######## design 1 ########
### Clock wiring as the flow saved it, design 1

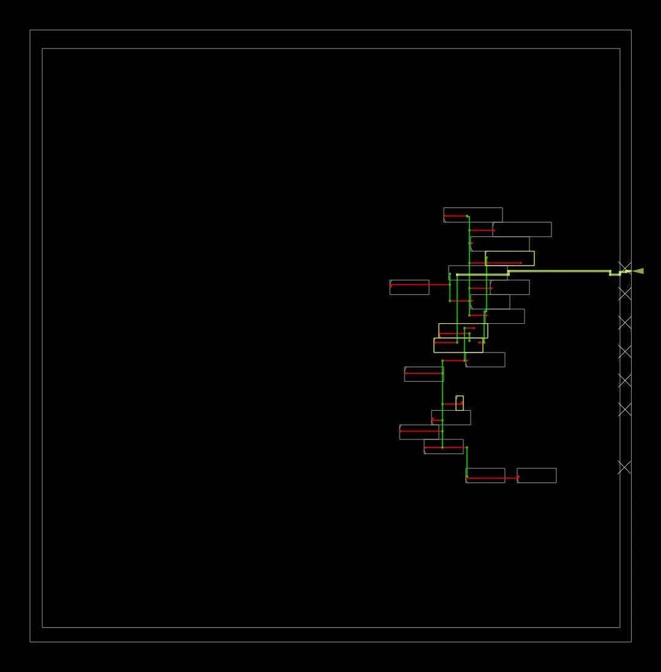

==> config.mk <==
export PLATFORM = sky130hd
export DESIGN_NAME = mem_req_arbiter
export DESIGN_NICKNAME = d
export VERILOG_FILES = /design/src/rtl/mem_arb_pkg.sv /design/src/rtl/mem_arb_id_fifo.sv /design/src/rtl/mem_req_arbiter.sv
export SDC_FILE = /design/constraint.sdc
export NUM_CORES = 1
export LEC_CHECK = 0
export CAP_MARGIN = 10
export CORE_AREA = 2 2 111 113
export DETAILED_ROUTE_END_ITERATION = 10
export DIE_AREA = 0 0 113 115
export GPL_ROUTABILITY_DRIVEN = 0
export PLACE_DENSITY_LB_ADDON = 0.3
export RECOVER_POWER = 50
export REMOVE_ABC_BUFFERS = 1
export SETUP_SLACK_MARGIN = 0.2
export SLEW_MARGIN = 30
export SYNTH_ARGS = -nofsm -noshare
export SYNTH_HDL_FRONTEND = slang
export SYNTH_SLANG_ARGS = --single-unit
export TNS_END_PERCENT = 30
==> constraint.sdc <==
create_clock -name clk_i -period 2.9 [get_ports clk_i]
set_input_delay 0.29 -clock clk_i [delete_from_list [all_inputs] [get_ports clk_i]]
set_output_delay 0.29 -clock clk_i [all_outputs]
set_load 0.05 [all_outputs]
==> src/rtl/mem_arb_pkg.sv <==
// Shared constants and helpers for the memory request arbiter slice.
package mem_arb_pkg;

    localparam int unsigned ADDR_W = 32;

    // Index width for n items, never narrower than one bit.
    function automatic int unsigned clog2_min1(input int unsigned n);
        return (n > 1) ? $clog2(n) : 1;
    endfunction

endpackage

==> src/rtl/mem_arb_id_fifo.sv <==
// Small FIFO holding the requester ID of every accepted-but-unanswered request.
module mem_arb_id_fifo
    import mem_arb_pkg::*;
#(
    parameter int unsigned DEPTH = 4,
    parameter int unsigned W     = 1
) (
    input  logic                       clk_i,
    input  logic                       rst_ni,
    input  logic                       push_i,
    input  logic                       pop_i,
    input  logic [W-1:0]               data_i,
    output logic [W-1:0]               head_o,
    output logic                       full_o,
    output logic                       empty_o,
    output logic [$clog2(DEPTH+1)-1:0] count_o
);

    localparam int unsigned PTR_W = clog2_min1(DEPTH);
    localparam int unsigned CNT_W = $clog2(DEPTH + 1);

    logic [W-1:0]     mem_q [DEPTH];
    logic [PTR_W-1:0] wr_ptr_q, wr_ptr_d;
    logic [PTR_W-1:0] rd_ptr_q, rd_ptr_d;
    logic [CNT_W-1:0] count_q, count_d;
    logic             do_push, do_pop;

    // Pointers wrap at DEPTH, which need not be a power of two.
    function automatic logic [PTR_W-1:0] next_ptr(input logic [PTR_W-1:0] p);
        return (p == PTR_W'(DEPTH - 1)) ? '0 : p + PTR_W'(1);
    endfunction

    assign full_o  = (count_q == CNT_W'(DEPTH));
    assign empty_o = (count_q == '0);
    assign count_o = count_q;
    assign head_o  = mem_q[rd_ptr_q];
    assign do_push = push_i & ~full_o;
    assign do_pop  = pop_i & ~empty_o;

    always_comb begin
        wr_ptr_d = wr_ptr_q;
        rd_ptr_d = rd_ptr_q;
        count_d  = count_q;
        if (do_push) wr_ptr_d = next_ptr(wr_ptr_q);
        if (do_pop)  rd_ptr_d = next_ptr(rd_ptr_q);
        if (do_push && !do_pop)      count_d = count_q + CNT_W'(1);
        else if (!do_push && do_pop) count_d = count_q - CNT_W'(1);
    end

    always_ff @(posedge clk_i) begin
        if (!rst_ni) begin
            wr_ptr_q <= '0;
            rd_ptr_q <= '0;
            count_q  <= '0;
        end else begin
            wr_ptr_q <= wr_ptr_d;
            rd_ptr_q <= rd_ptr_d;
            count_q  <= count_d;
        end
    end

    // NOTE: storage is deliberately not reset; empty_o already qualifies head_o.
    always_ff @(posedge clk_i) begin
        if (do_push) mem_q[wr_ptr_q] <= data_i;
    end

endmodule

==> src/rtl/mem_req_arbiter.sv <==
// Round-robin arbiter sharing one memory port among NUM_REQ requesters,
// with in-order response routing through an ID FIFO.
module mem_req_arbiter
    import mem_arb_pkg::*;
#(
    parameter int unsigned MEM_W     = 32,
    parameter int unsigned NUM_REQ   = 2,
    parameter int unsigned MAX_OUTST = 4
) (
    input  logic                         clk_i,
    input  logic                         rst_ni,
    input  logic [NUM_REQ-1:0]           req_i,
    output logic [NUM_REQ-1:0]           gnt_o,
    input  logic [NUM_REQ*ADDR_W-1:0]    addr_i,
    input  logic [NUM_REQ-1:0]           we_i,
    input  logic [NUM_REQ*MEM_W/8-1:0]   be_i,
    input  logic [NUM_REQ*MEM_W-1:0]     wdata_i,
    output logic [NUM_REQ-1:0]           rvalid_o,
    output logic                         err_o,
    output logic [MEM_W-1:0]             rdata_o,
    output logic                         mem_req_o,
    output logic [ADDR_W-1:0]            mem_addr_o,
    output logic                         mem_we_o,
    output logic [MEM_W/8-1:0]           mem_be_o,
    output logic [MEM_W-1:0]             mem_wdata_o,
    input  logic                         mem_rvalid_i,
    input  logic                         mem_err_i,
    input  logic [MEM_W-1:0]             mem_rdata_i,
    output logic                         spurious_o
);

    localparam int unsigned BE_W  = MEM_W / 8;
    localparam int unsigned ID_W  = clog2_min1(NUM_REQ);
    localparam int unsigned CNT_W = $clog2(MAX_OUTST + 1);

    typedef struct packed {
        logic [ADDR_W-1:0] addr;
        logic              we;
        logic [BE_W-1:0]   be;
        logic [MEM_W-1:0]  wdata;
    } mem_req_t;

    logic [ID_W-1:0]  ptr_q, ptr_d;
    logic [ID_W-1:0]  winner, head;
    logic             found, grant, pop, full, empty;
    logic             spurious_q, spurious_d;
    logic [CNT_W-1:0] count;
    mem_req_t         sel;

    // Rotating priority search starting at the round-robin pointer.
    always_comb begin
        int unsigned idx;
        found  = 1'b0;
        winner = '0;
        idx    = 0;
        for (int unsigned i = 0; i < NUM_REQ; i++) begin
            idx = (32'(ptr_q) + i) % NUM_REQ;
            if (!found && req_i[idx]) begin
                found  = 1'b1;
                winner = ID_W'(idx);
            end
        end
    end

    always_comb begin
        sel = '0;
        if (found) begin
            sel.addr  = addr_i[32'(winner)*ADDR_W +: ADDR_W];
            sel.we    = we_i[winner];
            sel.be    = be_i[32'(winner)*BE_W +: BE_W];
            sel.wdata = wdata_i[32'(winner)*MEM_W +: MEM_W];
        end
    end

    // A pop in the same cycle never frees a slot for a new grant.
    assign grant = found & ~full & rst_ni;
    assign pop   = mem_rvalid_i & ~empty & rst_ni;

    always_comb begin
        gnt_o    = '0;
        rvalid_o = '0;
        ptr_d    = ptr_q;
        if (grant) begin
            gnt_o[winner] = 1'b1;
            ptr_d = (32'(winner) == NUM_REQ - 1) ? '0 : winner + ID_W'(1);
        end
        if (pop) rvalid_o[head] = 1'b1;
        spurious_d = spurious_q | (mem_rvalid_i & empty);
    end

    assign mem_req_o   = grant;
    assign mem_addr_o  = sel.addr;
    assign mem_we_o    = sel.we;
    assign mem_be_o    = sel.be;
    assign mem_wdata_o = sel.wdata;
    assign err_o       = mem_err_i;
    assign rdata_o     = mem_rdata_i;
    assign spurious_o  = spurious_q;

    // NOTE: sequential state uses non-blocking assignments only; all next-state logic lives in always_comb.
    always_ff @(posedge clk_i) begin
        if (!rst_ni) begin
            ptr_q      <= '0;
            spurious_q <= 1'b0;
        end else begin
            ptr_q      <= ptr_d;
            spurious_q <= spurious_d;
        end
    end

    mem_arb_id_fifo #(
        .DEPTH (MAX_OUTST),
        .W     (ID_W)
    ) u_id_fifo (
        .clk_i   (clk_i),
        .rst_ni  (rst_ni),
        .push_i  (grant),
        .pop_i   (pop),
        .data_i  (winner),
        .head_o  (head),
        .full_o  (full),
        .empty_o (empty),
        .count_o (count)
    );

    count_matches_full: assert property (@(posedge clk_i) disable iff (!rst_ni)
        full == (count == CNT_W'(MAX_OUTST)));

endmodule
######## design 2 ########
$ cat config.mk
export PLATFORM = sky130hd
export DESIGN_NAME = seg7_scan_scheduler_flat
export DESIGN_NICKNAME = d
export VERILOG_FILES = /design/src/rtl/seg7_scan_scheduler_if.sv /design/src/rtl/seg7_scan_scheduler.sv /design/src/flat_wrapper.sv
export SDC_FILE = /design/constraint.sdc
export NUM_CORES = 1
export LEC_CHECK = 0
export CORE_MARGIN = 3
export CORE_UTILIZATION = 30
export DETAILED_ROUTE_END_ITERATION = 12
export PLACE_DENSITY = 0.61
export SLEW_MARGIN = 40
export SYNTH_ARGS = -nofsm -noshare
export SYNTH_HDL_FRONTEND = slang
export SYNTH_SLANG_ARGS = --single-unit
$ cat constraint.sdc
create_clock -name clk -period 4.31 [get_ports clk]
set_clock_uncertainty 0.2 [all_clocks]
set_input_delay 0.6465 -clock clk [delete_from_list [all_inputs] [get_ports clk]]
set_output_delay 0.6465 -clock clk [all_outputs]
set_load 0.005 [all_outputs]
$ cat src/rtl/seg7_scan_scheduler_if.sv
// Display-word handshake between the value formatter (master) and the
// 7-segment scan scheduler (slave).
interface seg7_scan_scheduler_if #(
   parameter int NUM_DIGITS = 6
);
   logic [4*NUM_DIGITS-1:0] value_in;
   logic [NUM_DIGITS-1:0]   dp_in;
   logic                    value_valid;
   logic                    value_ready;

   modport master (output value_in, output dp_in, output value_valid, input value_ready);
   modport slave  (input value_in, input dp_in, input value_valid, output value_ready);
endinterface

$ cat src/rtl/seg7_scan_scheduler.sv
// 7-segment scan scheduler: time-multiplexes NUM_DIGITS hex digits onto one
// segment bus with a blanking gap before every drive slot. New words are
// staged through a valid/ready handshake and swapped in at frame start only.
// Optional build macro: SEG7_LZ_BLANK_EN enables leading-zero suppression.
// Outputs are registered from the next-state values, so they change on the
// same edge as the FSM state they reflect.
module seg7_scan_scheduler #(
   parameter int NUM_DIGITS   = 6,
   parameter int DWELL_CYCLES = 50000,
   parameter int BLANK_CYCLES = 500,
   parameter bit SEG_ACT_LOW  = 1'b1
) (
   input  logic                        clk,
   input  logic                        reset_n,
   input  logic                        enable,
   seg7_scan_scheduler_if.slave        vin,
   output logic [NUM_DIGITS-1:0]       digit_sel,
   output logic [6:0]                  seg,
   output logic                        dp,
   output logic                        frame_done
);
   localparam int CNT_W = $clog2(DWELL_CYCLES + 1);
   localparam int IDX_W = $clog2(NUM_DIGITS);
   localparam logic [CNT_W-1:0] BLANK_LAST = CNT_W'(BLANK_CYCLES - 1);
   localparam logic [CNT_W-1:0] DRIVE_LAST = CNT_W'(DWELL_CYCLES - BLANK_CYCLES - 1);
   localparam logic [IDX_W-1:0] IDX_LAST   = IDX_W'(NUM_DIGITS - 1);
   localparam logic [6:0]       SEG_POL    = {7{SEG_ACT_LOW}};

   typedef enum logic [1:0] {S_IDLE, S_BLANK, S_DRIVE} state_t;

   // Active-high {g,f,e,d,c,b,a} patterns for 0-F
   function automatic logic [6:0] hex_decode(input logic [3:0] nib);
      case (nib)
         4'h0: hex_decode = 7'h3F;  4'h1: hex_decode = 7'h06;
         4'h2: hex_decode = 7'h5B;  4'h3: hex_decode = 7'h4F;
         4'h4: hex_decode = 7'h66;  4'h5: hex_decode = 7'h6D;
         4'h6: hex_decode = 7'h7D;  4'h7: hex_decode = 7'h07;
         4'h8: hex_decode = 7'h7F;  4'h9: hex_decode = 7'h6F;
         4'hA: hex_decode = 7'h77;  4'hB: hex_decode = 7'h7C;
         4'hC: hex_decode = 7'h39;  4'hD: hex_decode = 7'h5E;
         4'hE: hex_decode = 7'h79;  default: hex_decode = 7'h71;
      endcase
   endfunction

   state_t                  state_q, state_d;
   logic [CNT_W-1:0]        cnt_q, cnt_d;
   logic [IDX_W-1:0]        idx_q, idx_d;
   logic [4*NUM_DIGITS-1:0] stg_val_q, stg_val_d, act_val_q, act_val_d;
   logic [NUM_DIGITS-1:0]   stg_dp_q, stg_dp_d, act_dp_q, act_dp_d;
   logic                    pend_q, pend_d;
   logic                    value_ready_q, value_ready_d;
   logic [NUM_DIGITS-1:0]   digit_sel_q, digit_sel_d;
   logic [6:0]              seg_q, seg_d;
   logic                    dp_q, dp_d;
   logic                    frame_done_q, frame_done_d;
   logic                    xfer, swap;
`ifdef SEG7_LZ_BLANK_EN
   logic [NUM_DIGITS-1:0]   show_q, show_d;
`endif

   // Scan FSM: IDLE -> BLANK -> DRIVE -> BLANK ..., prescaler reloads on every transition
   always_comb begin
      state_d = state_q;
      cnt_d   = cnt_q;
      idx_d   = idx_q;
      case (state_q)
         S_IDLE: begin
            cnt_d = '0;
            idx_d = '0;
            if (enable) state_d = S_BLANK;
         end
         S_BLANK: begin
            if (!enable) begin
               state_d = S_IDLE;
               cnt_d   = '0;
               idx_d   = '0;
            end else if (cnt_q == BLANK_LAST) begin
               state_d = S_DRIVE;
               cnt_d   = '0;
            end else begin
               cnt_d = cnt_q + CNT_W'(1);
            end
         end
         S_DRIVE: begin
            if (!enable) begin
               state_d = S_IDLE;
               cnt_d   = '0;
               idx_d   = '0;
            end else if (cnt_q == DRIVE_LAST) begin
               state_d = S_BLANK;
               cnt_d   = '0;
               idx_d   = (idx_q == IDX_LAST) ? '0 : idx_q + IDX_W'(1);
            end else begin
               cnt_d = cnt_q + CNT_W'(1);
            end
         end
         default: begin
            state_d = S_IDLE;
            cnt_d   = '0;
            idx_d   = '0;
         end
      endcase
   end

   // Staging/active registers; the swap happens in the first BLANK cycle of digit 0
   always_comb begin
      xfer      = vin.value_valid & value_ready_q;
      swap      = (state_q == S_BLANK) && (idx_q == '0) && (cnt_q == '0);
      stg_val_d = stg_val_q;
      stg_dp_d  = stg_dp_q;
      act_val_d = act_val_q;
      act_dp_d  = act_dp_q;
      pend_d    = pend_q;
      if (swap) begin
         act_val_d = stg_val_q;
         act_dp_d  = stg_dp_q;
         pend_d    = 1'b0;
      end
      // A transfer landing on the swap cycle goes to staging for the next frame
      if (xfer) begin
         stg_val_d = vin.value_in;
         stg_dp_d  = vin.dp_in;
         pend_d    = 1'b1;
      end
      value_ready_d = ~pend_d;
   end

`ifdef SEG7_LZ_BLANK_EN
   // Leading-zero mask, frozen at the swap: digit 0 always shows
   always_comb begin
      logic seen;
      show_d = show_q;
      seen   = 1'b0;
      if (swap) begin
         for (int i = NUM_DIGITS - 1; i >= 0; i--) begin
            seen      = seen | (|act_val_d[4*i +: 4]);
            show_d[i] = seen | (i == 0);
         end
      end
   end
`endif

   // Output decode from next state, so outputs are registered alongside the FSM
   always_comb begin
      logic [3:0] nib;
      logic       dpb;
      logic [6:0] pat;
      logic       lit;
      digit_sel_d = '0;
      nib         = '0;
      dpb         = 1'b0;
      lit         = 1'b1;
      if (state_d == S_DRIVE) begin
         for (int i = 0; i < NUM_DIGITS; i++) begin
            if (idx_d == IDX_W'(i)) begin
               digit_sel_d[i] = 1'b1;
               nib            = act_val_d[4*i +: 4];
               dpb            = act_dp_d[i];
`ifdef SEG7_LZ_BLANK_EN
               lit            = show_d[i];
`endif
            end
         end
      end else begin
         lit = 1'b0;
      end
      pat          = lit ? hex_decode(nib) : 7'h00;
      seg_d        = pat ^ SEG_POL;
      dp_d         = dpb ^ SEG_ACT_LOW;
      frame_done_d = (state_d == S_DRIVE) && (idx_d == IDX_LAST) && (cnt_d == DRIVE_LAST);
   end

   // State and output registers, all cleared asynchronously
   always_ff @(posedge clk or negedge reset_n) begin
      if (!reset_n) begin
         state_q       <= S_IDLE;
         cnt_q         <= '0;
         idx_q         <= '0;
         stg_val_q     <= '0;
         stg_dp_q      <= '0;
         act_val_q     <= '0;
         act_dp_q      <= '0;
         pend_q        <= 1'b0;
         value_ready_q <= 1'b1;
         digit_sel_q   <= '0;
         seg_q         <= SEG_POL;
         dp_q          <= SEG_ACT_LOW;
         frame_done_q  <= 1'b0;
`ifdef SEG7_LZ_BLANK_EN
         show_q        <= NUM_DIGITS'(1);
`endif
      end else begin
         state_q       <= state_d;
         cnt_q         <= cnt_d;
         idx_q         <= idx_d;
         stg_val_q     <= stg_val_d;
         stg_dp_q      <= stg_dp_d;
         act_val_q     <= act_val_d;
         act_dp_q      <= act_dp_d;
         pend_q        <= pend_d;
         value_ready_q <= value_ready_d;
         digit_sel_q   <= digit_sel_d;
         seg_q         <= seg_d;
         dp_q          <= dp_d;
         frame_done_q  <= frame_done_d;
`ifdef SEG7_LZ_BLANK_EN
         show_q        <= show_d;
`endif
      end
   end

   assign vin.value_ready = value_ready_q;
   assign digit_sel       = digit_sel_q;
   assign seg             = seg_q;
   assign dp              = dp_q;
   assign frame_done      = frame_done_q;
endmodule
$ cat src/flat_wrapper.sv
// flat-port wrapper written by rule: the top's interface ports become plain ports
module seg7_scan_scheduler_flat 
#(
   parameter int NUM_DIGITS   = 6,
   parameter int DWELL_CYCLES = 50000,
   parameter int BLANK_CYCLES = 500,
   parameter bit SEG_ACT_LOW  = 1'b1
)
  (clk, reset_n, enable, digit_sel, seg, dp, frame_done, vin_value_in, vin_dp_in, vin_value_valid, vin_value_ready);
  seg7_scan_scheduler_if #(.NUM_DIGITS(NUM_DIGITS)) vin_i ();
  input  logic clk;
  input  logic reset_n;
  input  logic enable;
  output logic [NUM_DIGITS-1:0] digit_sel;
  output logic [6:0] seg;
  output logic dp;
  output logic frame_done;
  input wire logic [$bits(vin_i.value_in)-1:0] vin_value_in;
  input wire logic [$bits(vin_i.dp_in)-1:0] vin_dp_in;
  input wire logic [$bits(vin_i.value_valid)-1:0] vin_value_valid;
  output wire logic [$bits(vin_i.value_ready)-1:0] vin_value_ready;
  assign vin_i.value_in = vin_value_in;
  assign vin_i.dp_in = vin_dp_in;
  assign vin_i.value_valid = vin_value_valid;
  assign vin_value_ready = vin_i.value_ready;
  seg7_scan_scheduler #(.NUM_DIGITS(NUM_DIGITS), .DWELL_CYCLES(DWELL_CYCLES), .BLANK_CYCLES(BLANK_CYCLES), .SEG_ACT_LOW(SEG_ACT_LOW)) u_core (.clk(clk), .reset_n(reset_n), .enable(enable), .vin(vin_i), .digit_sel(digit_sel), .seg(seg), .dp(dp), .frame_done(frame_done));
endmodule
######## design 3 ########
## config.mk

```make
export PLATFORM = sky130hd
export DESIGN_NAME = stream_mux_n
export DESIGN_NICKNAME = d
export VERILOG_FILES = /design/src/rtl/stream_mux_n.sv
export SDC_FILE = /design/constraint.sdc
export NUM_CORES = 1
export LEC_CHECK = 0
export CAP_MARGIN = 0
export CORE_AREA = 2 2 56 63
export DETAILED_ROUTE_END_ITERATION = 8
export DIE_AREA = 0 0 58 65
export PLACE_DENSITY = 0.76
export SYNTH_ARGS = -nofsm -noshare
export SYNTH_HDL_FRONTEND = slang
export SYNTH_SLANG_ARGS = --single-unit
```

## constraint.sdc

```tcl
create_clock -name clk -period 6.3 [get_ports clk]
set_input_delay 0.63 -clock clk [delete_from_list [all_inputs] [get_ports clk]]
set_output_delay 0.63 -clock clk [all_outputs]
set_load 0.005 [all_outputs]
```

## src/rtl/stream_mux_n.sv

```systemverilog
// N-channel registered stream mux with fixed-select or round-robin grant.
// One output stage; each beat carries its source channel index.
module stream_mux_n #(
  parameter  int WIDTH    = 8,
  parameter  int CHANNELS = 4,
  localparam int SEL_W    = $clog2(CHANNELS)
) (
  input  logic                      clk,
  input  logic                      rst,
  input  logic                      mode,
  input  logic [SEL_W-1:0]          sel,
  input  logic [CHANNELS-1:0]       in_valid,
  input  logic [CHANNELS*WIDTH-1:0] in_data,
  output logic [CHANNELS-1:0]       in_ready,
  output logic                      out_valid,
  output logic [WIDTH-1:0]          out_data,
  output logic [SEL_W-1:0]          out_chan,
  input  logic                      out_ready
);

  logic                r_valid;
  logic [WIDTH-1:0]    r_data;
  logic [SEL_W-1:0]    r_chan;
  logic [SEL_W-1:0]    r_ptr;

  logic                w_load;
  logic                w_fx_hit;
  logic                w_rr_hit;
  logic [SEL_W-1:0]    w_rr_g;
  logic                w_hit;
  logic [SEL_W-1:0]    w_g;
  logic                w_xfer;
  logic [CHANNELS-1:0] w_ready;
  logic [SEL_W-1:0]    w_ptr_nxt;
  int                  w_idx;

  assign w_load = !r_valid || out_ready;

  assign w_fx_hit = (int'(sel) < CHANNELS) && in_valid[sel];

  // Cyclic search starting at r_ptr; r_ptr is always < CHANNELS.
  always_comb begin
    w_rr_hit = 1'b0;
    w_rr_g   = '0;
    w_idx    = 0;
    for (int i = 0; i < CHANNELS; i++) begin
      w_idx = int'(r_ptr) + i;
      if (w_idx >= CHANNELS) w_idx = w_idx - CHANNELS;
      if (!w_rr_hit && in_valid[w_idx]) begin
        w_rr_hit = 1'b1;
        w_rr_g   = SEL_W'(w_idx);
      end
    end
  end

  assign w_hit  = mode ? w_rr_hit : w_fx_hit;
  assign w_g    = mode ? w_rr_g : sel;
  assign w_xfer = w_load && w_hit && !rst;

  always_comb begin
    w_ready = '0;
    if (w_xfer) w_ready[w_g] = 1'b1;
  end

  assign w_ptr_nxt = (w_g == SEL_W'(CHANNELS - 1)) ?
                     '0 : w_g + SEL_W'(1);

  always_ff @(posedge clk) begin
    if (rst) begin
      r_valid <= 1'b0;
      r_data  <= '0;
      r_chan  <= '0;
      r_ptr   <= '0;
    end else begin
      if (w_load) begin
        r_valid <= w_hit;
        if (w_hit) begin
          r_data <= in_data[w_g*WIDTH +: WIDTH];
          r_chan <= w_g;
        end
      end
      if (w_xfer && mode) r_ptr <= w_ptr_nxt;
    end
  end

  assign in_ready  = w_ready;
  assign out_valid = r_valid;
  assign out_data  = r_data;
  assign out_chan  = r_chan;

endmodule

```

######## design 4 ########
[config.mk]
export PLATFORM = sky130hd
export DESIGN_NAME = mac_drain
export DESIGN_NICKNAME = d
export VERILOG_FILES = /design/src/rtl/mac_drain.sv
export SDC_FILE = /design/constraint.sdc
export NUM_CORES = 2
export LEC_CHECK = 0
export ABC_AREA = 1
export CORE_MARGIN = 2
export CORE_UTILIZATION = 52
export CTS_CLUSTER_DIAMETER = 200
export CTS_CLUSTER_SIZE = 14
export DETAILED_ROUTE_END_ITERATION = 12
export GPL_ROUTABILITY_DRIVEN = 0
export PLACE_DENSITY = 0.75
export SLEW_MARGIN = 40
export SYNTH_ARGS = -nofsm -noshare
export SYNTH_HDL_FRONTEND = slang
export SYNTH_SLANG_ARGS = --single-unit
[constraint.sdc]
create_clock -name clk -period 76.4 [get_ports clk]
set_input_delay 15.28 -clock clk [delete_from_list [all_inputs] [get_ports clk]]
set_output_delay 15.28 -clock clk [all_outputs]
set_load 0.01 [all_outputs]
[src/rtl/mac_drain.sv]
// Drains buffered MAC accumulator bundles one lane per cycle, requantizing each lane to DATA_W.
// Optional feature: define MAC_DRAIN_RELU_EN to clamp negative requantized results to zero.
module mac_drain #(
    parameter int PAR        = 16,
    parameter int DATA_W     = 16,
    parameter int ACC_W      = 48,
    parameter int FIFO_DEPTH = 2
) (
    input  logic                                 clk,
    input  logic                                 rst_n,
    input  logic                                 valid_in,
    input  logic [PAR*ACC_W-1:0]                 mac_in,
    input  logic [5:0]                           shift_amt,
    output logic                                 in_ready,
    output logic signed [DATA_W-1:0]             out_data,
    output logic [((PAR > 1) ? $clog2(PAR) : 1)-1:0] out_lane,
    output logic                                 out_last,
    output logic                                 out_valid,
    input  logic                                 out_ready,
    output logic                                 overflow
);

    localparam int LANE_W = (PAR > 1) ? $clog2(PAR) : 1;
    localparam int PTR_W  = (FIFO_DEPTH > 1) ? $clog2(FIFO_DEPTH) : 1;
    localparam int CNT_W  = $clog2(FIFO_DEPTH + 1);

    localparam logic [LANE_W-1:0] LAST_LANE = LANE_W'(PAR - 1);
    localparam logic [CNT_W-1:0]  FULL_CNT  = CNT_W'(FIFO_DEPTH);
    localparam logic [PTR_W-1:0]  LAST_PTR  = PTR_W'(FIFO_DEPTH - 1);

    localparam logic signed [ACC_W:0] SAT_MAX = {{(ACC_W - DATA_W + 2){1'b0}}, {(DATA_W - 1){1'b1}}};
    localparam logic signed [ACC_W:0] SAT_MIN = {{(ACC_W - DATA_W + 2){1'b1}}, {(DATA_W - 1){1'b0}}};

    typedef enum logic {
        IDLE,
        DRAIN
    } state_t;

    state_t               state;
    logic [PAR*ACC_W-1:0] mem [FIFO_DEPTH];
    logic [PTR_W-1:0]     wr_ptr;
    logic [PTR_W-1:0]     rd_ptr;
    logic [CNT_W-1:0]     count;
    logic [CNT_W-1:0]     count_next;
    logic [LANE_W-1:0]    lane_cnt;

    logic load;
    logic pop;
    logic push;
    logic drop;

    logic [PAR*ACC_W-1:0]   head;
    logic [ACC_W-1:0]       head_lane;
    logic [5:0]             s_eff;
    logic signed [ACC_W:0]  x_ext;
    logic signed [ACC_W:0]  rnd;
    logic signed [ACC_W:0]  sum_r;
    logic signed [ACC_W:0]  shifted;
    logic signed [DATA_W-1:0] q_data;

    function automatic logic [PTR_W-1:0] ptr_inc(input logic [PTR_W-1:0] p);
        return (p == LAST_PTR) ? '0 : p + 1'b1;
    endfunction

    // A pop on the final lane frees a slot in the same cycle, so a push into a full buffer still succeeds.
    always_comb begin
        load       = (state == DRAIN) && (!out_valid || out_ready);
        pop        = load && (lane_cnt == LAST_LANE);
        push       = valid_in && ((count < FULL_CNT) || pop);
        drop       = valid_in && (count == FULL_CNT) && !pop;
        count_next = count;
        if (push && !pop) begin
            count_next = count + 1'b1;
        end else if (pop && !push) begin
            count_next = count - 1'b1;
        end
    end

    assign in_ready = (count < FULL_CNT);

    // The extra bit keeps the rounding add from wrapping on the largest positive accumulator.
    always_comb begin
        head      = mem[rd_ptr];
        head_lane = head[lane_cnt*ACC_W +: ACC_W];
        s_eff     = (int'(shift_amt) > ACC_W - 1) ? 6'(ACC_W - 1) : shift_amt;
        x_ext     = {head_lane[ACC_W-1], head_lane};
        rnd       = '0;
        if (s_eff != 6'd0) begin
            rnd[s_eff - 6'd1] = 1'b1;
        end
        sum_r   = x_ext + rnd;
        shifted = sum_r >>> s_eff;
`ifdef MAC_DRAIN_RELU_EN
        if (shifted < 0) begin
            shifted = '0;
        end
`endif
        if (shifted > SAT_MAX) begin
            q_data = DATA_W'(SAT_MAX);
        end else if (shifted < SAT_MIN) begin
            q_data = DATA_W'(SAT_MIN);
        end else begin
            q_data = DATA_W'(shifted);
        end
    end

    always_ff @(posedge clk) begin
        if (push) begin
            mem[wr_ptr] <= mac_in;
        end
    end

    always_ff @(posedge clk) begin
        if (!rst_n) begin
            state     <= IDLE;
            count     <= '0;
            wr_ptr    <= '0;
            rd_ptr    <= '0;
            lane_cnt  <= '0;
            out_valid <= 1'b0;
            out_data  <= '0;
            out_lane  <= '0;
            out_last  <= 1'b0;
            overflow  <= 1'b0;
        end else begin
            if (push) begin
                wr_ptr <= ptr_inc(wr_ptr);
            end
            if (pop) begin
                rd_ptr <= ptr_inc(rd_ptr);
            end
            count <= count_next;
            state <= (count_next != '0) ? DRAIN : IDLE;
            if (drop) begin
                overflow <= 1'b1;
            end
            if (load) begin
                out_data  <= q_data;
                out_lane  <= lane_cnt;
                out_last  <= (lane_cnt == LAST_LANE);
                out_valid <= 1'b1;
                lane_cnt  <= (lane_cnt == LAST_LANE) ? '0 : lane_cnt + 1'b1;
            end else if (out_ready) begin
                out_valid <= 1'b0;
            end
        end
    end

endmodule
### Clock wires, drivers and flops, design 2

Scale: 4 px per um.
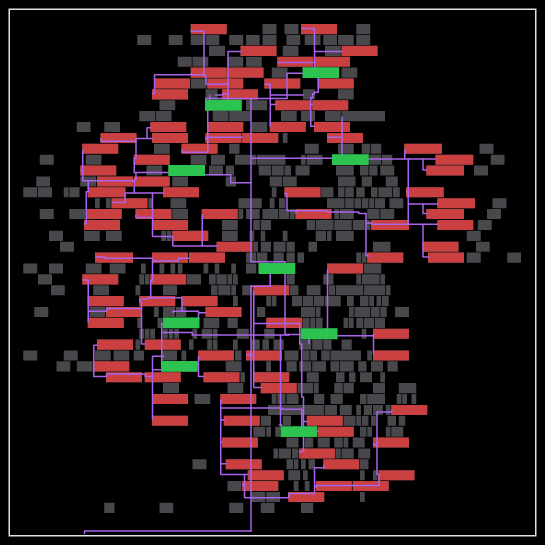
[purple] clock wires | length: 1170 um
[green] cells driving clock nets | count: 9
[red] flip-flops | count: 98
routed clock nets: 10
clock power share: 27.4%
Late-Pin Clk Latency: 0.35 ns
P_clk: 878 uW

==> notes.md, design 2 <==
yosys + openroad results -> crit path from=u_core.cnt_q[2], Clock Tree Buf Depth=2, n_taps=211, Post-synth mux share=15.44%, number of enable flip-flop cells=0, H-tree depth=3, Util after Layout=38.24%, Flop area=0.002464 sq mm, tool warning count=35, Syn Std Cell Area=0.004707 sq mm, fmax=244.0 MHz, DR top layer=met4, Synth area leader=dfrtp_1, multi-input combinational area share=36.05%, Die W=131.3 um, Setup violations, final=0, CTS Buf Count=9, Crit Reg-Reg Startpoint=u_core.cnt_q[2], crit end category=flip-flop, placed cells=670, Cell Count, Final, Fillers Out=686, CP Max Fanout=21, FF-to-FF setup slack=0.21 ns, core area=0.01526 sq mm, status=finished clean, wire length per cell=14.64 um, crit path to=u_core.seg[0], cts repair resizes=0, seq pwr=1360 uW, Compound-Gate Fraction of Synth Area=6.645%, critical register-to-register path endpoint=u_core.seg[0], Seq/total area=42.23%, Met1 Routed Length=4648 um, Netlist cell types=62, Clk pin slew, worst setup/hold paths=0.07 ns, critical path class=flip-flop to flip-flop, Via density=4.717, total die size=0.01723 sq mm, async set-reset flop share out of synthesis=100.0%, clock buffers=9, clock root buffer=clkbuf_16, overall power=3210 uW, Warnings, synthesis=0
## design 2: critical path, cell delays in order, from the launching register on
cell and delay [ns]:
dfrtp_1 0.46, or4_4 0.60, or2_0 0.34, or2_4 0.39
mux2_2 0.27, nor2_1 0.04, or4_1 0.51, o211ai_1 0.17
inv_2 0.10, ha_1 0.22, or4_1 0.51, and4b_1 0.22
## design 2: cell families (layout without fill, tap and decap cells)
group / Yosys count / after routing
buf+inv: 37 / 99
xor+xnor: 16 / 16
simple gates: 144 / 144
compound gates: 41 / 41
flops: 98 / 98
mux: 65 / 65
fa+ha+maj: 12 / 12
## design 2: cell usage in the layout (no fill, tap or decap), types with 3 or more instances in the layout
cell and count:
a31oi_1 4, and2_1 3, and3_1 3, buf_4 16, clkbuf_16 9, clkdlybuf4s50_1 48, dfrtp_1 89, dfstp_2 9
ha_1 11, inv_1 16, inv_2 3, mux2_2 49, mux2_4 3, mux2i_1 13, nand2_1 46, nand3_1 14
nand3b_1 4, nand4_1 3, nor2_1 29, nor3_1 4, nor4_1 7, o211ai_1 4, o21a_1 3, o21ai_0 9
or4_1 6, xnor2_1 6, xor2_1 10
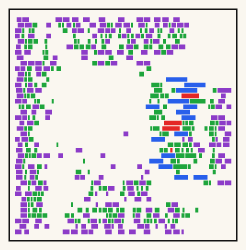
*Placement by cell class, design 1*
Scale: 2 px per um.
| colour | class | cells |
|---|---|---|
| red | clock drivers and dummy loads | 4 |
| purple | other buffers and delay cells | 228 |
| green | all other logic | 257 |
| blue | flip-flops | 15 |
final instance area: 0.004140 sq mm
Util after Layout: 35.05%
core area: 0.01181 sq mm
row cnt: 40

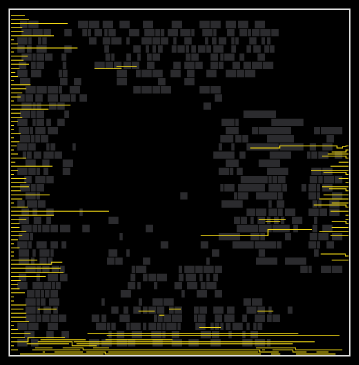
*The metal 3 layer, design 1*
Scale: 3 px per um. Cells faint in the background.
wire length on this layer: 1400 um
nets with wire on the layer: 139
met3 usage: 7.907%
vias post-DR: 3131
final wirelength: 10980 um

## Picture notes: 'Clock wiring as the flow saved it' of design 1
Late-Pin Clk Latency: 0.24 ns
skew final: 0.0007660 ns
clock net sink count: 15

==> notes.md, design 1 <==
yosys + openroad results -> status=finished with violations, failing checks=design-rule violations, Final #Nets=688, async set-reset flop share out of synthesis=0%, Hold Path Origin=spurious_o, Synth-to-Final Area Change=79.35%, most numerous logic cells after layout=clkdlybuf4s50_1, nand2_1, o211ai_1, buf_4, o21ai_1, crit path from=ptr_q, share of layout cells above drive strength 1=16.07%, H-tree depth=1, clock root buffer=clkbuf_16, Top cell excl fill/tap=clkdlybuf4s50_1, io pins=284, Warnings, synthesis=0, cell internal pwr=1016 uW, seq pwr=383 uW, cts hold-fix bufs=0, Buffers on Ports=217, Clk pin slew, worst setup/hold paths=0.05 ns, DRC violation count after routing=7, fmax=398.0 MHz, HP Class=flip-flop to flip-flop, GRT Total Usage=15.50%, CP Max Fanout=25, Syn Std Cell Area=0.002308 sq mm, Ant. Diodes=0, vias in the first global route=3166, TritonCTS clock tree=built, Comb power frac=68.9%, P_leak=0.001586 uW, clock power share=12.6%, CP Launch Type=flip-flop, Synth area leader=o211ai_1, power per cell area=500.1 mW/mm^2, Final min period=2.512 ns, dpl hpwl=8830 um, final worst setup slack=0.3876 ns, antenna violations before repair=0, initial drt markers=129
design 1: logic make-up (layout without fill, tap and decap cells):
group	Yosys count	after routing	share of synthesized area [%]
fa+ha+maj	7	7	4.119
buf+inv	79	238	21.19
compound gates	148	148	40.54
simple gates	89	89	15.94
flops	15	15	14.74
mux	5	5	2.710
xor+xnor	2	2	0.7589
design 1: metrics by stage:
stage	hold WS (ns)	setup TNS (ns)	util, %
after floorplan	0.4117	-63.01	-
after detailed placement	0.5007	0	34.78
after CTS	0.5071	0	35.44
after global placement	0.4830	0	34.78
final	0.5042	0	35.05
after global routing	0.5383	0	35.05
design 1: layout make-up:
cell class	instances	area, sq um
fill	1251	7671
inverter	6	22.52
timing repair buffer	228	2034
clock buffer	4	78.83
sequential	15	340.3
multi-input combinational	251	1480
tap	147	183.9
design 1: critical path, cell delays in order, from the launching register on:
cell and delay (ns):
dfxtp_1 0.83, buf_4 0.40, o211ai_1 0.12, o21ai_1 0.10, clkbuf_1 0.52
design 1: per-layer routing:
metal / up-vias / track usage [%] / share of wire (%)
met4: 2 / 1.382 / 0
met3: 2 / 7.907 / 13
li1: 1518 / - / -
met1: 1434 / 19.77 / 42
met5: - / 5.185 / 0.66
met2: 175 / 23.95 / 44
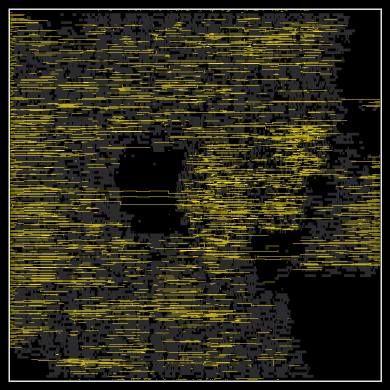
*The metal 3 layer, design 4*
Scale: 1 px per um. Cells faint in the background.
longest straight run: 212 um
nets with wire on the layer: 1243
share of all routed wire: 12%
main direction: horizontal
wire length on this layer: 28.2 mm
final wirelength: 232500 um
vias post-DR: 54.79k
met3 usage: 8.725%

==> notes.md, design 4 <==
yosys + openroad results -> status=finished clean, Setup violations, final=0, WHS=0.4767 ns, crit path from=shift_amt[5], Flop area=0.04680 sq mm, overall power=2564 uW, Cell Count, Final, Fillers Out=8986, power per cell area=30.75 mW/mm^2, H-tree depth=4, Buf/Inv on CP=6, fa+ha+maj area frac=0.9429%, io pins=802, number of enable flip-flop cells=1536, delay-heaviest family, CP=simple AND/OR/NAND/NOR gates, ys flops=1569, Post-synth mux share=0.02868%, core area=0.1333 sq mm, unrepaired setup endpoints after global routing=false, Warnings, synthesis=0, CTS Buf Count=130, Top cell excl fill/tap=edfxtp_1, largest net degree at the start of global routing=187, crit path to=out_data[2]
design 4: how the worst min path moves through the flow:
stage                 from     endpoint  slack [ns]  cells past startpoint
2_1_floorplan       rd_ptr    flip-flop        0.47                      2
4_1_cts        out_lane[0]  out_lane[0]        0.48                      2
3_5_place_dp   out_lane[0]  out_lane[0]        0.46                      2
3_3_place_gp   out_lane[0]  out_lane[0]        0.46                      2
6_report       out_lane[0]  out_lane[0]        0.48                      2
5_1_grt        out_lane[0]  out_lane[0]        0.49                      2
design 4: worst register-to-register path: cells and delay by family, from the launching register on:
kind | cells | cell delay [ns]
adder cells (fa/ha/maj) | 1 | 0.30
AND/OR/NAND/NOR | 25 | 3.83
flip-flops | 1 | 0.72
buffers and inverters | 7 | 3.19
AND-OR/OR-AND | 4 | 1.12
design 4: cells by family after synthesis:
kind of cell,Yosys count
and+or+nand+nor,2715
DFF,1569
adders and majority gates,52
xor gates and xnor gates,17
AOI/OAI and AO/OA,1332
muxes,2
buffers and inverters,760
design 4: report_power, final:
part,internal (uW),switching (uW),total (uW)
Clock,313,304,617
Combinational,237,578,814
Sequential,1100,36.2,1130
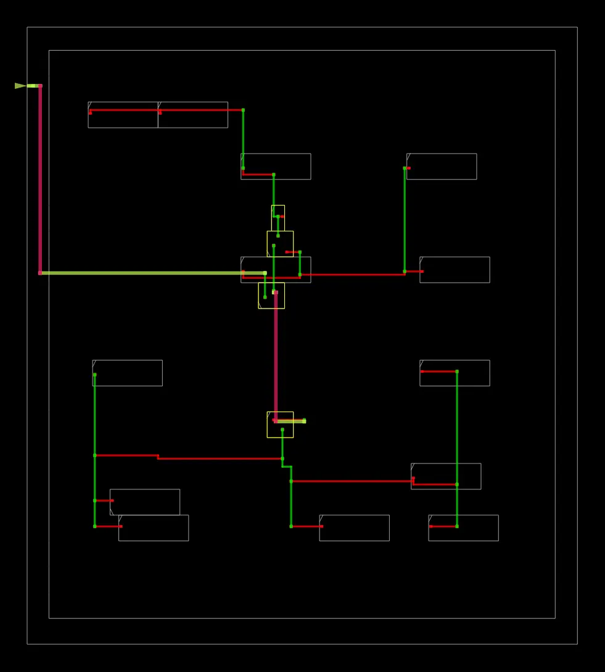
*Clock wiring as the flow saved it, design 3*
skew final: 0.008132 ns
flop count: 13
P_clk: 55.4 uW

==> notes.md, design 3 <==
yosys + openroad results -> power per cell area=155.3 mW/mm^2, tool warning count=26, Simple-Gate Area Share=29.19%, critical path class=input port to output port, biggest area cells=dfxtp_1, nand2_1, o211ai_1, mux2i_1, a211oi_1, row cnt=22, Slew @ Worst Pin=1.246 ns, final instance area=0.001763 sq mm, fa+ha+maj area frac=1.035%, Final #Nets=250, Ant. Diodes=0, critical register-to-register path endpoint=r_ptr[1], Late-Pin Clk Latency=0.28 ns, Met1 Routed Length=1440 um, Placer Congestion=0.8897, Antenna Nets Post-Route=0, overall power=273.9 uW, Peak VDD IR=79.63 uV, Via density=5.756, Crit Reg-Reg Startpoint=r_ptr[1], DRC violation count after routing=0, WHS=0.4814 ns, Yosys Instances=158, die height=65 um, status=finished clean, post-CTS setup buffer count=0, FF-to-FF setup slack=3.79 ns, crit end category=output port
-- design 3: flip-flops by register name, summed over array words and instances (netlist names) --
name       count
out_valid      1
out_chan       2
out_data       8
r_ptr          2
-- design 3: power by group --
part	total (uW)	internal [uW]	switching, uW	leakage (uW)
Sequential	99.3	92.8	6.44	0.000108
Combinational	119	67.5	51.7	0.000588
Clock	55.4	24.6	30.8	0.0000150
Total	274	185	89.0	0.000711
-- design 3: kinds of logic (layout without fill, tap and decap cells) --
group	after synthesis	after routing
AOI/OAI and AO/OA	48	48
and+or+nand+nor	71	71
muxes	11	11
adders and majority gates	1	1
buffers and inverters	14	62
DFF	13	13
-- design 3: critical path, stage by stage --
cell             delay [ns]
clkdlybuf4s50_1        0.61
nor3b_1                1.03
a21boi_1               0.36
and3b_1                0.43
nand2b_1               0.31
nor2_1                 0.08
clkdlybuf4s50_1        0.49
-- design 3: cell type report --
type	instances	area, sq um	share of cell area [%]
multi-input combinational	131	863.3	48.97
timing repair buffer	56	560.5	31.80
tap	36	45.04	2.555
clock buffer	4	26.28	1.490
inverter	2	7.507	0.4258
sequential	13	260.3	14.76

==> notes/layouts.md <==
Pictures saved along the way, in no particular order.

I/O nets highlighted.
image #1
Scale: 1 px per um.
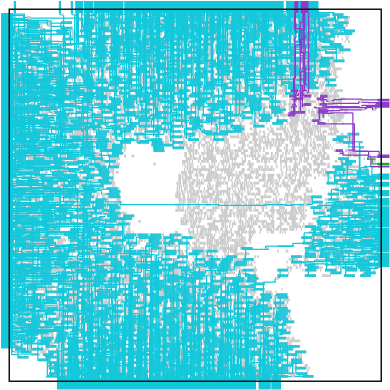
image #2
Scale: 8 px per um.
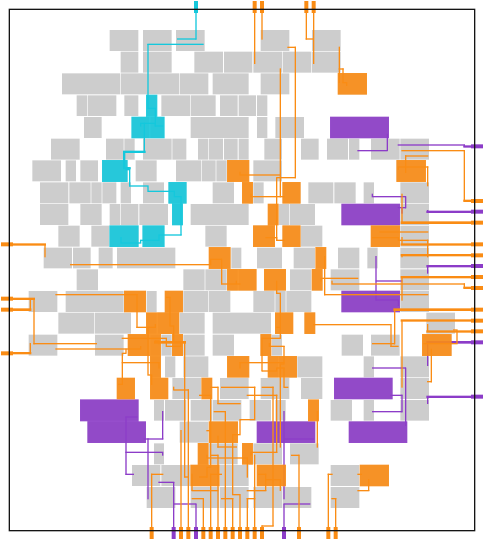
image #3
Scale: 4 px per um.
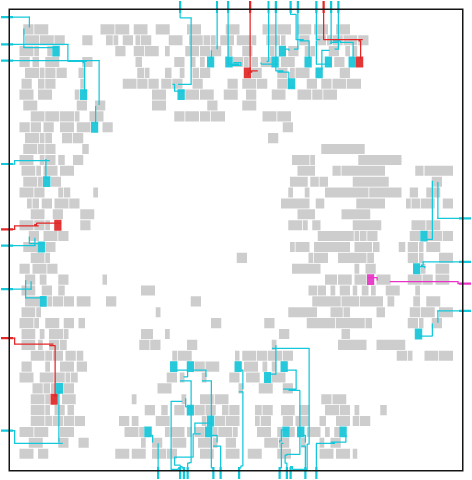
image #4
Scale: 4 px per um.
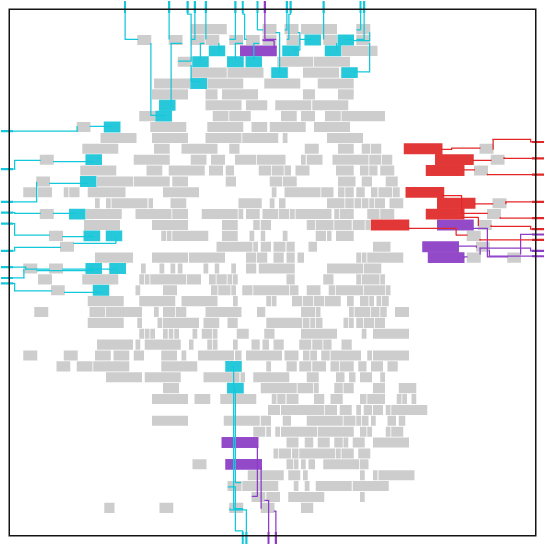
image #2 -> design 3
image #3 -> design 1
image #1 -> design 4
image #4 -> design 2
Of these, most cells: image #1

Key to image #3:
| colour | port | bits | direction | edge | end cells | buffers | wire |
|---|---|---|---|---|---|---|---|
| cyan | `mem_wdata_o` | 32 | output | 12 south, 10 north, 7 west, 3 east | 32 | 32 | 689 um |
| magenta | `mem_req_o` | 1 | output | east | 1 | 1 | 21.2 um |
| red | `mem_be_o` | 4 | output | 2 north, 2 west | 4 | 4 | 80.4 um |



==> notes/layouts.md <==
Pictures saved along the way, in no particular order.

Clock wires, drivers and flops.
panel A
Scale: 1 px per um.
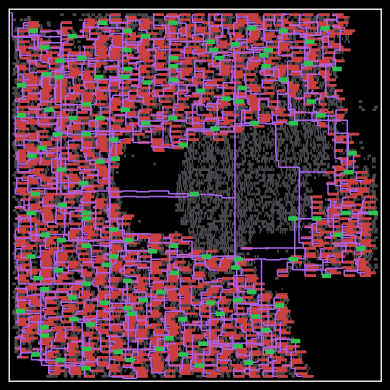
panel B
Scale: 8 px per um.
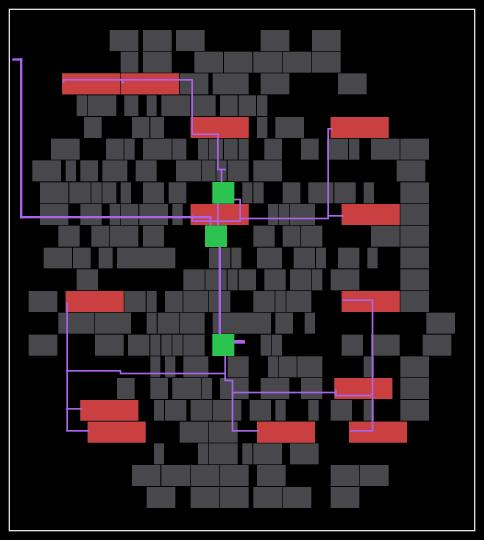
panel C
Scale: 4 px per um.
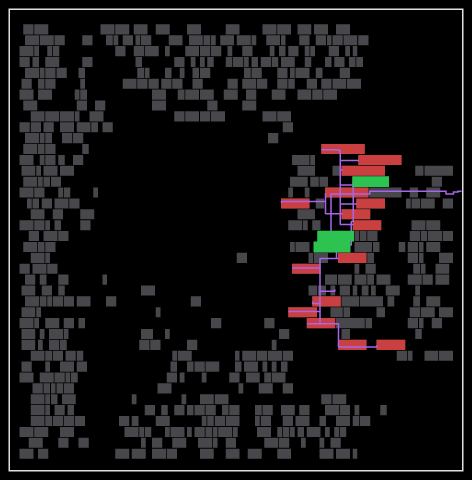
Of these, largest die: panel A
Of these, smallest die: panel B
Design 3 is panel B.
Design 1 is panel C.
Design 4 is panel A.

Key to panel C:
[purple] clock wires | length: 215 um
[red] flip-flops | count: 15
[green] cells driving clock nets | count: 3
flops lie: east


## Gallery

Placement by cell class.
shot_01.png
Scale: 2 px per um.
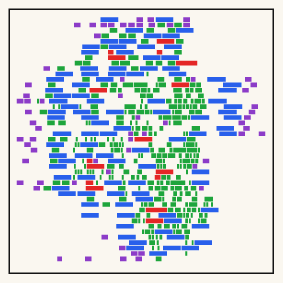
shot_02.png
Scale: 1 px per um.
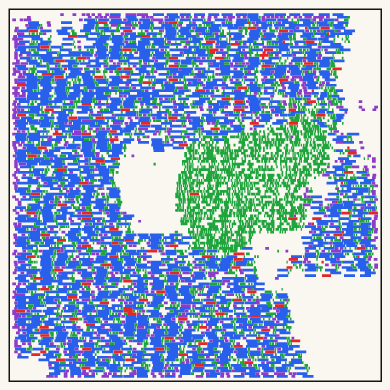
shot_03.png
Scale: 4 px per um.
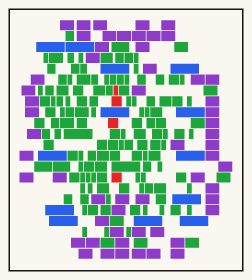
- fewest sequential cells: shot_03.png
- smallest die: shot_03.png
For design 4, see shot_02.png.
For design 2, see shot_01.png.
For design 3, see shot_03.png.

Key to shot_02.png:
| colour | class | cells |
|---|---|---|
| green | all other logic | 4497 |
| red | clock drivers and dummy loads | 165 |
| blue | flip-flops | 1569 |
| purple | other buffers and delay cells | 879 |

No activity file was given, so power comes from the tool's default toggle rates.
